# ---- return_addr_stack ----
===== src/rtl/return_addr_stack.sv =====
// Circular return-address stack for the fetch stage.
// A decoded call pushes its link address. On a decoded return, the predicted
// return target and its select strobe are driven combinationally.
// A push onto a full stack overwrites the oldest entry.
// Optional feature macro: RAS_CHECKPOINT_EN. When it is defined, {tos, count}
// can be checkpointed into 4 slots, and a branch miss restores from the
// selected slot instead of flushing the stack.
module return_addr_stack #(
    parameter int DEPTH  = 8,
    parameter int PTR_W  = 3,
    parameter int ADDR_W = 32
) (
    input  logic              iClk,
    input  logic              iRst,
    input  logic              iStall,
    input  logic              iCallCmd,
    input  logic [ADDR_W-1:0] iCallRetAddr,
    input  logic              iRetCmd,
    input  logic              iBranchMissCmd,
`ifdef RAS_CHECKPOINT_EN
    input  logic              iCheckpoint,
    input  logic [1:0]        iCheckpointId,
`endif
    output logic [ADDR_W-1:0] oRetAddr,
    output logic              oRetCmd,
    output logic              oEmpty,
    output logic              oFull,
    output logic [PTR_W:0]    oCount,
    output logic              oUnderflow
);

    localparam logic [PTR_W:0] FullCount = (PTR_W+1)'(DEPTH);

    logic [ADDR_W-1:0] mem_q [DEPTH];
    logic [ADDR_W-1:0] mem_d [DEPTH];
    logic [PTR_W-1:0]  tos_q, tos_d;
    logic [PTR_W:0]    count_q, count_d;
    logic              underflow_q, underflow_d;
    logic [PTR_W-1:0]  top_idx;
    logic              empty;

`ifdef RAS_CHECKPOINT_EN
    logic [PTR_W-1:0]  ckpt_tos_q [4];
    logic [PTR_W-1:0]  ckpt_tos_d [4];
    logic [PTR_W:0]    ckpt_count_q [4];
    logic [PTR_W:0]    ckpt_count_d [4];
`endif

    assign top_idx = tos_q - PTR_W'(1);
    assign empty   = (count_q == '0);

    // Read path: top entry and return strobe, no register stage
    always_comb begin
        oRetAddr   = empty ? '0 : mem_q[top_idx];
        oRetCmd    = iRetCmd & ~empty;
        oEmpty     = empty;
        oFull      = (count_q == FullCount);
        oCount     = count_q;
        oUnderflow = underflow_q;
    end

    // Next-state: miss > stall > push/pop, reset applied in the register block
    always_comb begin
        mem_d       = mem_q;
        tos_d       = tos_q;
        count_d     = count_q;
        underflow_d = 1'b0;
        if (iBranchMissCmd) begin
`ifdef RAS_CHECKPOINT_EN
            tos_d   = ckpt_tos_q[iCheckpointId];
            count_d = ckpt_count_q[iCheckpointId];
`else
            tos_d   = '0;
            count_d = '0;
`endif
        end else if (!iStall) begin
            case ({iCallCmd, iRetCmd})
                2'b10: begin
                    mem_d[tos_q] = iCallRetAddr;
                    tos_d        = tos_q + PTR_W'(1);
                    if (count_q != FullCount) count_d = count_q + (PTR_W+1)'(1);
                end
                2'b01: begin
                    if (empty) begin
                        underflow_d = 1'b1;
                    end else begin
                        tos_d   = top_idx;
                        count_d = count_q - (PTR_W+1)'(1);
                    end
                end
                2'b11: begin
                    // Tail call: replace the top in place; on empty it degrades to a push
                    if (empty) begin
                        mem_d[tos_q] = iCallRetAddr;
                        tos_d        = tos_q + PTR_W'(1);
                        count_d      = (PTR_W+1)'(1);
                        underflow_d  = 1'b1;
                    end else begin
                        mem_d[top_idx] = iCallRetAddr;
                    end
                end
                default: ;
            endcase
        end
    end

`ifdef RAS_CHECKPOINT_EN
    // Checkpoint capture of the post-update pointer state
    always_comb begin
        ckpt_tos_d   = ckpt_tos_q;
        ckpt_count_d = ckpt_count_q;
        if (iCheckpoint && !iStall) begin
            ckpt_tos_d[iCheckpointId]   = tos_d;
            ckpt_count_d[iCheckpointId] = count_d;
        end
    end

    // Checkpoint slot registers
    always_ff @(posedge iClk) begin
        if (iRst) begin
            for (int i = 0; i < 4; i++) begin
                ckpt_tos_q[i]   <= '0;
                ckpt_count_q[i] <= '0;
            end
        end else begin
            ckpt_tos_q   <= ckpt_tos_d;
            ckpt_count_q <= ckpt_count_d;
        end
    end
`endif

    // Stack state registers with synchronous reset
    always_ff @(posedge iClk) begin
        if (iRst) begin
            for (int i = 0; i < DEPTH; i++) mem_q[i] <= '0;
            tos_q       <= '0;
            count_q     <= '0;
            underflow_q <= 1'b0;
        end else begin
            mem_q       <= mem_d;
            tos_q       <= tos_d;
            count_q     <= count_d;
            underflow_q <= underflow_d;
        end
    end

endmodule


===== config.mk =====
export PLATFORM = sky130hd
export DESIGN_NAME = return_addr_stack
export DESIGN_NICKNAME = d
export VERILOG_FILES = /design/src/rtl/return_addr_stack.sv
export SDC_FILE = /design/constraint.sdc
export NUM_CORES = 1
export LEC_CHECK = 0
export CORE_UTILIZATION = 54
export DETAILED_ROUTE_END_ITERATION = 12
export GPL_ROUTABILITY_DRIVEN = 0
export PLACE_DENSITY = 0.78
export SYNTH_ARGS = -nofsm -noshare
export SYNTH_HDL_FRONTEND = slang
export SYNTH_SLANG_ARGS = --single-unit
export TNS_END_PERCENT = 1

===== constraint.sdc =====
create_clock -name iClk -period 3.1 [get_ports iClk]
set_input_delay 0.62 -clock iClk [delete_from_list [all_inputs] [get_ports iClk]]
set_output_delay 0.62 -clock iClk [all_outputs]
set_load 0.01 [all_outputs]

# ---- ads1672_capture_ctrl ----
File: src/rtl/ads1672_pkg.sv
// Shared types and constants for the ADS1672 capture path.
// Imported by the serial clock generator and the capture sequencer.
package ads1672_pkg;

  localparam int DATA_W_DEF = 24;
  localparam int CNT_W      = 16;

  typedef enum logic [2:0] {
    IDLE,
    START,
    WAIT_DRDY,
    SHIFT,
    PUSH
  } state_t;

endpackage

File: src/rtl/ads1672_sclk_gen.sv
// Free-running serial clock divider for the ADS1672 port.
// Tick strobes mark the clk on whose edge sclk toggles.
module ads1672_sclk_gen
  import ads1672_pkg::*;
#(
  parameter int CLK_DIV = 4
) (
  input  logic clk,
  input  logic rst_n,
  output logic sclk,
  output logic rise_tick,
  output logic fall_tick
);

  localparam int DW = (CLK_DIV > 2) ? $clog2(CLK_DIV) : 1;

  logic [DW-1:0] div_cnt;
  logic          wrap;

  assign wrap      = (div_cnt == DW'(CLK_DIV - 1));
  assign rise_tick = wrap & ~sclk;
  assign fall_tick = wrap & sclk;

  always_ff @(posedge clk or negedge rst_n) begin
    if (!rst_n) begin
      div_cnt <= '0;
      sclk    <= 1'b0;
    end else if (wrap) begin
      div_cnt <= '0;
      sclk    <= ~sclk;
    end else begin
      div_cnt <= div_cnt + 1'b1;
    end
  end

endmodule

File: src/rtl/ads1672_capture_ctrl.sv
// ADS1672 capture sequencer: START pulse, DRDY wait, MSB-first
// word shift and valid/ready hand-off, in bursts or continuously.
module ads1672_capture_ctrl
  import ads1672_pkg::*;
#(
  parameter int DATA_WIDTH   = DATA_W_DEF,
  parameter int CLK_DIV      = 4,
  parameter int DRDY_TIMEOUT = 64
) (
  input  logic                  clk,
  input  logic                  rst_n,
  input  logic                  cfg_start,
  input  logic [CNT_W-1:0]      cfg_count,
  input  logic                  cfg_stop,
  output logic                  busy,
  output logic                  done,
  output logic                  timeout_err,
  output logic                  adc_clkx,
  output logic                  adc_start,
  output logic                  adc_fsx,
  input  logic                  adc_drdy_n,
  input  logic                  adc_drr,
  output logic [DATA_WIDTH-1:0] m_data,
  output logic                  m_valid,
  input  logic                  m_ready
);

  localparam int BW = $clog2(DATA_WIDTH + 1);
  localparam int TW = $clog2(DRDY_TIMEOUT + 1);

  state_t                state;
  state_t                state_nxt;
  logic                  rise_tick;
  logic                  fall_tick;
  logic [CNT_W-1:0]      remaining;
  logic                  cont;
  logic                  stop_pending;
  logic                  rose;
  logic [BW-1:0]         bit_cnt;
  logic [TW-1:0]         tmo_cnt;
  logic [DATA_WIDTH-1:0] shreg;
  logic [DATA_WIDTH-1:0] shreg_in;
  logic                  accept;
  logic                  last;
  logic                  tmo_hit;
  logic                  word_end;
  logic                  ending;

  ads1672_sclk_gen #(
    .CLK_DIV(CLK_DIV)
  ) u_sclk (
    .clk      (clk),
    .rst_n    (rst_n),
    .sclk     (adc_clkx),
    .rise_tick(rise_tick),
    .fall_tick(fall_tick)
  );

  assign adc_fsx  = adc_start;
  assign shreg_in = {shreg[DATA_WIDTH-2:0], adc_drr};

  always_comb begin
    state_nxt = state;
    accept    = 1'b0;
    tmo_hit   = 1'b0;
    word_end  = 1'b0;
    last      = stop_pending | cfg_stop |
                (~cont & (remaining == CNT_W'(1)));
    unique case (state)
      IDLE: begin
        if (cfg_start) begin
          accept    = 1'b1;
          state_nxt = START;
        end
      end
      START: begin
        if (fall_tick && rose)
          state_nxt = WAIT_DRDY;
      end
      WAIT_DRDY: begin
        if (fall_tick) begin
          if (!adc_drdy_n) begin
            state_nxt = SHIFT;
          end else if (tmo_cnt == TW'(DRDY_TIMEOUT - 1)) begin
            tmo_hit   = 1'b1;
            state_nxt = IDLE;
          end
        end
      end
      SHIFT: begin
        if (fall_tick && bit_cnt == BW'(DATA_WIDTH - 1)) begin
          word_end  = 1'b1;
          state_nxt = PUSH;
        end
      end
      PUSH: begin
        if (m_ready)
          state_nxt = last ? IDLE : START;
      end
      default: state_nxt = IDLE;
    endcase
    ending = (state != IDLE) && (state_nxt == IDLE);
  end

  always_ff @(posedge clk or negedge rst_n) begin
    if (!rst_n) state <= IDLE;
    else        state <= state_nxt;
  end

  always_ff @(posedge clk or negedge rst_n) begin
    if (!rst_n) begin
      busy         <= 1'b0;
      done         <= 1'b0;
      timeout_err  <= 1'b0;
      adc_start    <= 1'b0;
      rose         <= 1'b0;
      stop_pending <= 1'b0;
      cont         <= 1'b0;
      remaining    <= '0;
      tmo_cnt      <= '0;
      bit_cnt      <= '0;
      shreg        <= '0;
      m_data       <= '0;
      m_valid      <= 1'b0;
    end else begin
      done <= ending;
      if (accept) begin
        busy        <= 1'b1;
        timeout_err <= 1'b0;
        remaining   <= cfg_count;
        cont        <= (cfg_count == '0);
      end else if (ending) begin
        busy <= 1'b0;
      end
      if (tmo_hit)
        timeout_err <= 1'b1;
      if (accept)
        stop_pending <= cfg_stop;
      else if (ending)
        stop_pending <= 1'b0;
      else if (cfg_stop && state != IDLE)
        stop_pending <= 1'b1;
      // START spans fall -> rise -> fall so exactly one rising edge sees it
      if (state == START) begin
        if (fall_tick && rose) begin
          adc_start <= 1'b0;
          rose      <= 1'b0;
          tmo_cnt   <= '0;
        end else if (fall_tick) begin
          adc_start <= 1'b1;
        end else if (rise_tick && adc_start) begin
          rose <= 1'b1;
        end
      end
      if (state == WAIT_DRDY && fall_tick) begin
        if (!adc_drdy_n) begin
          shreg   <= shreg_in;
          bit_cnt <= BW'(1);
        end else begin
          tmo_cnt <= tmo_cnt + 1'b1;
        end
      end
      if (state == SHIFT && fall_tick) begin
        shreg   <= shreg_in;
        bit_cnt <= bit_cnt + 1'b1;
        if (word_end) begin
          m_data  <= shreg_in;
          m_valid <= 1'b1;
        end
      end
      if (state == PUSH && m_ready) begin
        m_valid <= 1'b0;
        if (!cont)
          remaining <= remaining - 1'b1;
      end
    end
  end

endmodule

File: config.mk
export PLATFORM = sky130hd
export DESIGN_NAME = ads1672_capture_ctrl
export DESIGN_NICKNAME = d
export VERILOG_FILES = /design/src/rtl/ads1672_pkg.sv /design/src/rtl/ads1672_sclk_gen.sv /design/src/rtl/ads1672_capture_ctrl.sv
export SDC_FILE = /design/constraint.sdc
export NUM_CORES = 1
export LEC_CHECK = 0
export ABC_AREA = 1
export CAP_MARGIN = 5
export CORE_ASPECT_RATIO = 1.5
export CORE_UTILIZATION = 30
export CTS_CLUSTER_DIAMETER = 150
export DETAILED_ROUTE_END_ITERATION = 12
export GPL_ROUTABILITY_DRIVEN = 0
export GPL_TIMING_DRIVEN = 0
export SYNTH_ARGS = -nofsm -noshare
export SYNTH_HDL_FRONTEND = slang
export SYNTH_SLANG_ARGS = --single-unit
File: constraint.sdc
create_clock -name clk -period 1.7 [get_ports clk]
set_input_delay 0.34 -clock clk [delete_from_list [all_inputs] [get_ports clk]]
set_output_delay 0.34 -clock clk [all_outputs]
set_load 0.05 [all_outputs]
Fig. 1: return_addr_stack, clock network drawn from the DEF
Bar = 50 um.
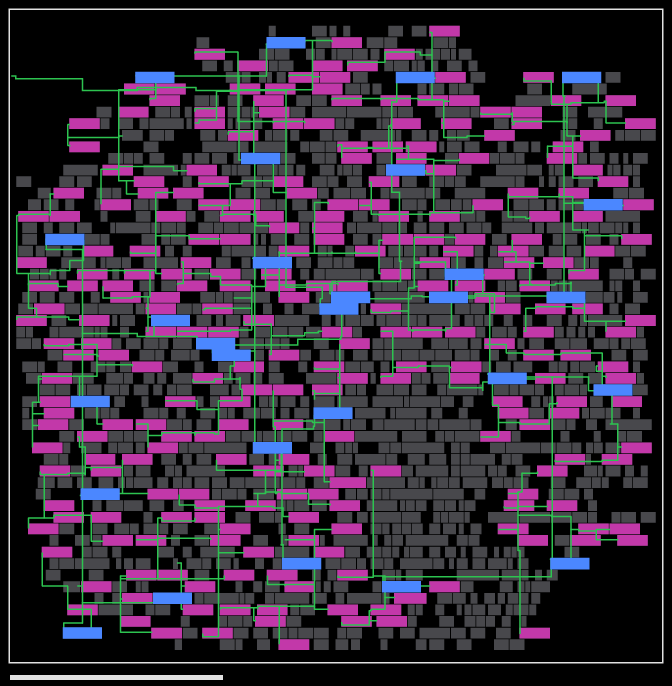
Magenta is flip-flops, count 264. Blue is clock-net drivers, count 28. Green is clock wires, length 3130 um.
Position of the flops: spread over the die. There are 29 routed clock nets.
Clock power frac: 45.2%
clk latency late pin: 0.55 ns
Max Clock Skew: 0.0203 ns
clock network power: 3.34 mW

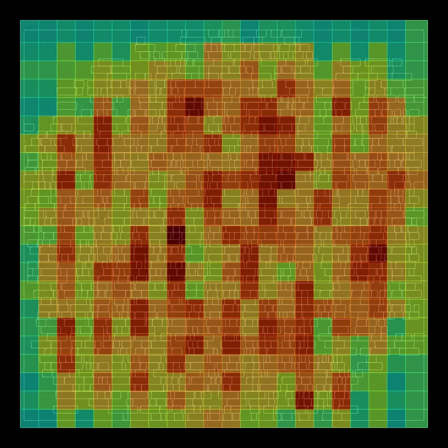
Fig. 2. Track usage over the die (return_addr_stack).
fin util: 68.4%
most used routing layer: met2

==> impl_metrics.py, return_addr_stack <==
# Generated from Yosys and OpenROAD reports
metrics = {
    "run_status": {
        "outcome": "finished with violations",
        "violations": "negative setup slack",
    },
    "pwr": {
        "p_comb_share_pct": 8.3,
        "seq_cell_power_mw": 3.43,
        "p_sw_mw": 1.73,
    },
    "yosys": {
        "ys.flop_type": "dfxtp_1",
        "synthArstFlopShare_pct": 0,
        "fa_ha_area_share_pct": 0.405,
        "xor_share_pct": 0.426,
        "yosysCellCount": 1167,
    },
    "cells_and_area": {
        "comb-cell-share_pct": 45.2,
        "final_layout_top_logic_cell": "dfxtp_1",
        "seq-cell-share_pct": 35.0,
        "fin_cells": 1555,
        "clk_share_pct": 6.14,
        "fill_cells": 1619,
        "largest_reg_flops": 256,
        "syn_to_final_growth_pct": 22.4,
        "seq_cells": 264,
    },
    "setup_path": {
        "regToRegStartpoint": "oCount[2]$_SDFFE_PP0P_",
        "reg2reg_to": "mem_q[210]$_SDFFE_PP0P_",
        "critPathMaxFanout": 5,
        "crit_slowest_cell": "dfxtp_4",
        "r2r_setup_slack_ns": 0.43,
    },
    "clocking": {
        "path_clk_slew_ns": 0.06,
        "clock-sinks": 264,
    },
    "sta": {
        "finalSetupViolCount": 2,
        "period_used_pct": 100,
        "setup_slack_ns": -0.0113,
        "setup_tns_ns": -0.0197,
        "drv_slew": 0,
    },
    "floorplan": {
        "rows": 54,
        "tap_cells": 280,
        "design.core.area_sq_um": 22100,
        "fp_util_pct": 55.9,
    },
    "detailed_routing": {
        "vias_per_cell": 6.12,
        "dr_total_vias": 9516,
        "wl_met3_mm": 2.11,
        "wire_per_inst_um": 21.9,
    },
    "placed_design": {
        "dpl.hpwl_mm": 19.3,
        "place_inst": 1480,
        "place_area_sq_um": 13800,
    },
    "global_routing": {
        "globalRouteMet2Util_pct": 48.9,
    },
    "min_path": {
        "worstHoldStart": "mem_q[117]$_SDFFE_PP0P_",
    },
}
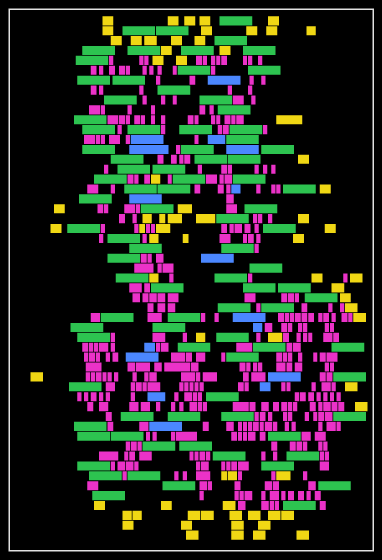
Fig. 3. Placement by cell class (ads1672_capture_ctrl).
Blue is clock drivers and dummy loads, cells 16. Magenta is remaining logic cells, cells 391. Yellow is remaining buffers and delay cells, cells 71. Green is sequential cells, cells 89.
# rows: 53
CORE AREA: 14000 sq um
Seq/total area: 41.3%
fin util: 38.6%
design area: 5400 sq um

==> impl_metrics.py, ads1672_capture_ctrl <==
# Generated from Yosys and OpenROAD reports
metrics = {
    "cells_and_area": {
        "syn_to_final_growth_pct": 25.7,
        "clk_share_pct": 5.84,
        "clock_buffers": 11,
        "regArea_sq_um": 2230,
        "largest-register": "m_data",
        "comb_area_sq_um": 1750,
        "drive_gt1_share_pct": 15.5,
        "largest_cell_class": "flip-flops and latches",
    },
    "setup_path": {
        "cp-start-kind": "flop",
        "cp-end-kind": "primary output",
        "r2r_setup_slack_ns": 0.10,
        "worst-path-buf-inv": 1,
        "cp.required_ns": 1.36,
    },
    "pwr": {
        "power_leader": "registers",
        "seq_power_share_pct": 42.1,
    },
    "min_path": {
        "hold_class": "in2async",
    },
    "sta": {
        "rsz0062_at_grt": "true",
        "finalHoldViolCount": 0,
        "setup_tns_ns": 0,
        "clock_skew_ns": 0.00822,
        "setup_slack_ns": 0.0490,
    },
    "global_routing": {
        "grt_pass1_vias": 3649,
        "top_usage_layer": "met2",
        "antenna_found_initial": 0,
        "overflow": 0,
        "grt_pass1_wl_mm": 17.1,
    },
    "detailed_routing": {
        "drt-pass1-iter-count": 4,
        "wl_met3_um": 277,
        "antenna_left": 0,
        "drt_iter0_drc": 124,
    },
    "placed_design": {
        "place_ws_ns": -0.128,
    },
    "yosys": {
        "ys_area_sq_um": 4290,
        "synthArstFlopShare_pct": 100,
        "most_common_cell": "nand2_1",
    },
    "clocking": {
        "cts_tree": "yes",
        "clock-sinks": 89,
    },
    "run_status": {
        "outcome": "complete, no violations",
    },
}


==> notes/layouts.md <==
Pictures saved along the way, in no particular order.

Wiring by layer.
panel A
Bar = 20 um.
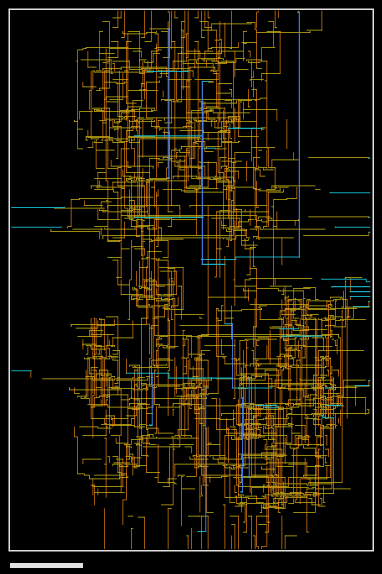
panel B
Bar = 50 um.
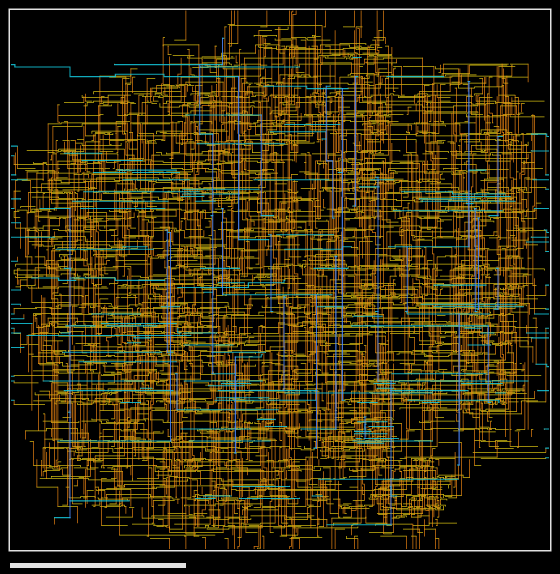
- panel B = return_addr_stack
- panel A = ads1672_capture_ctrl
The one with the largest die is panel B.
The one with the most wire is panel B.

Key to panel B:
Blue is M4, wire length 1040 um. Orange is M2, wire length 16400 um. Yellow is M1, wire length 14500 um. Cyan is M3, wire length 2110 um.

Power is estimated from default activity; no workload was simulated.
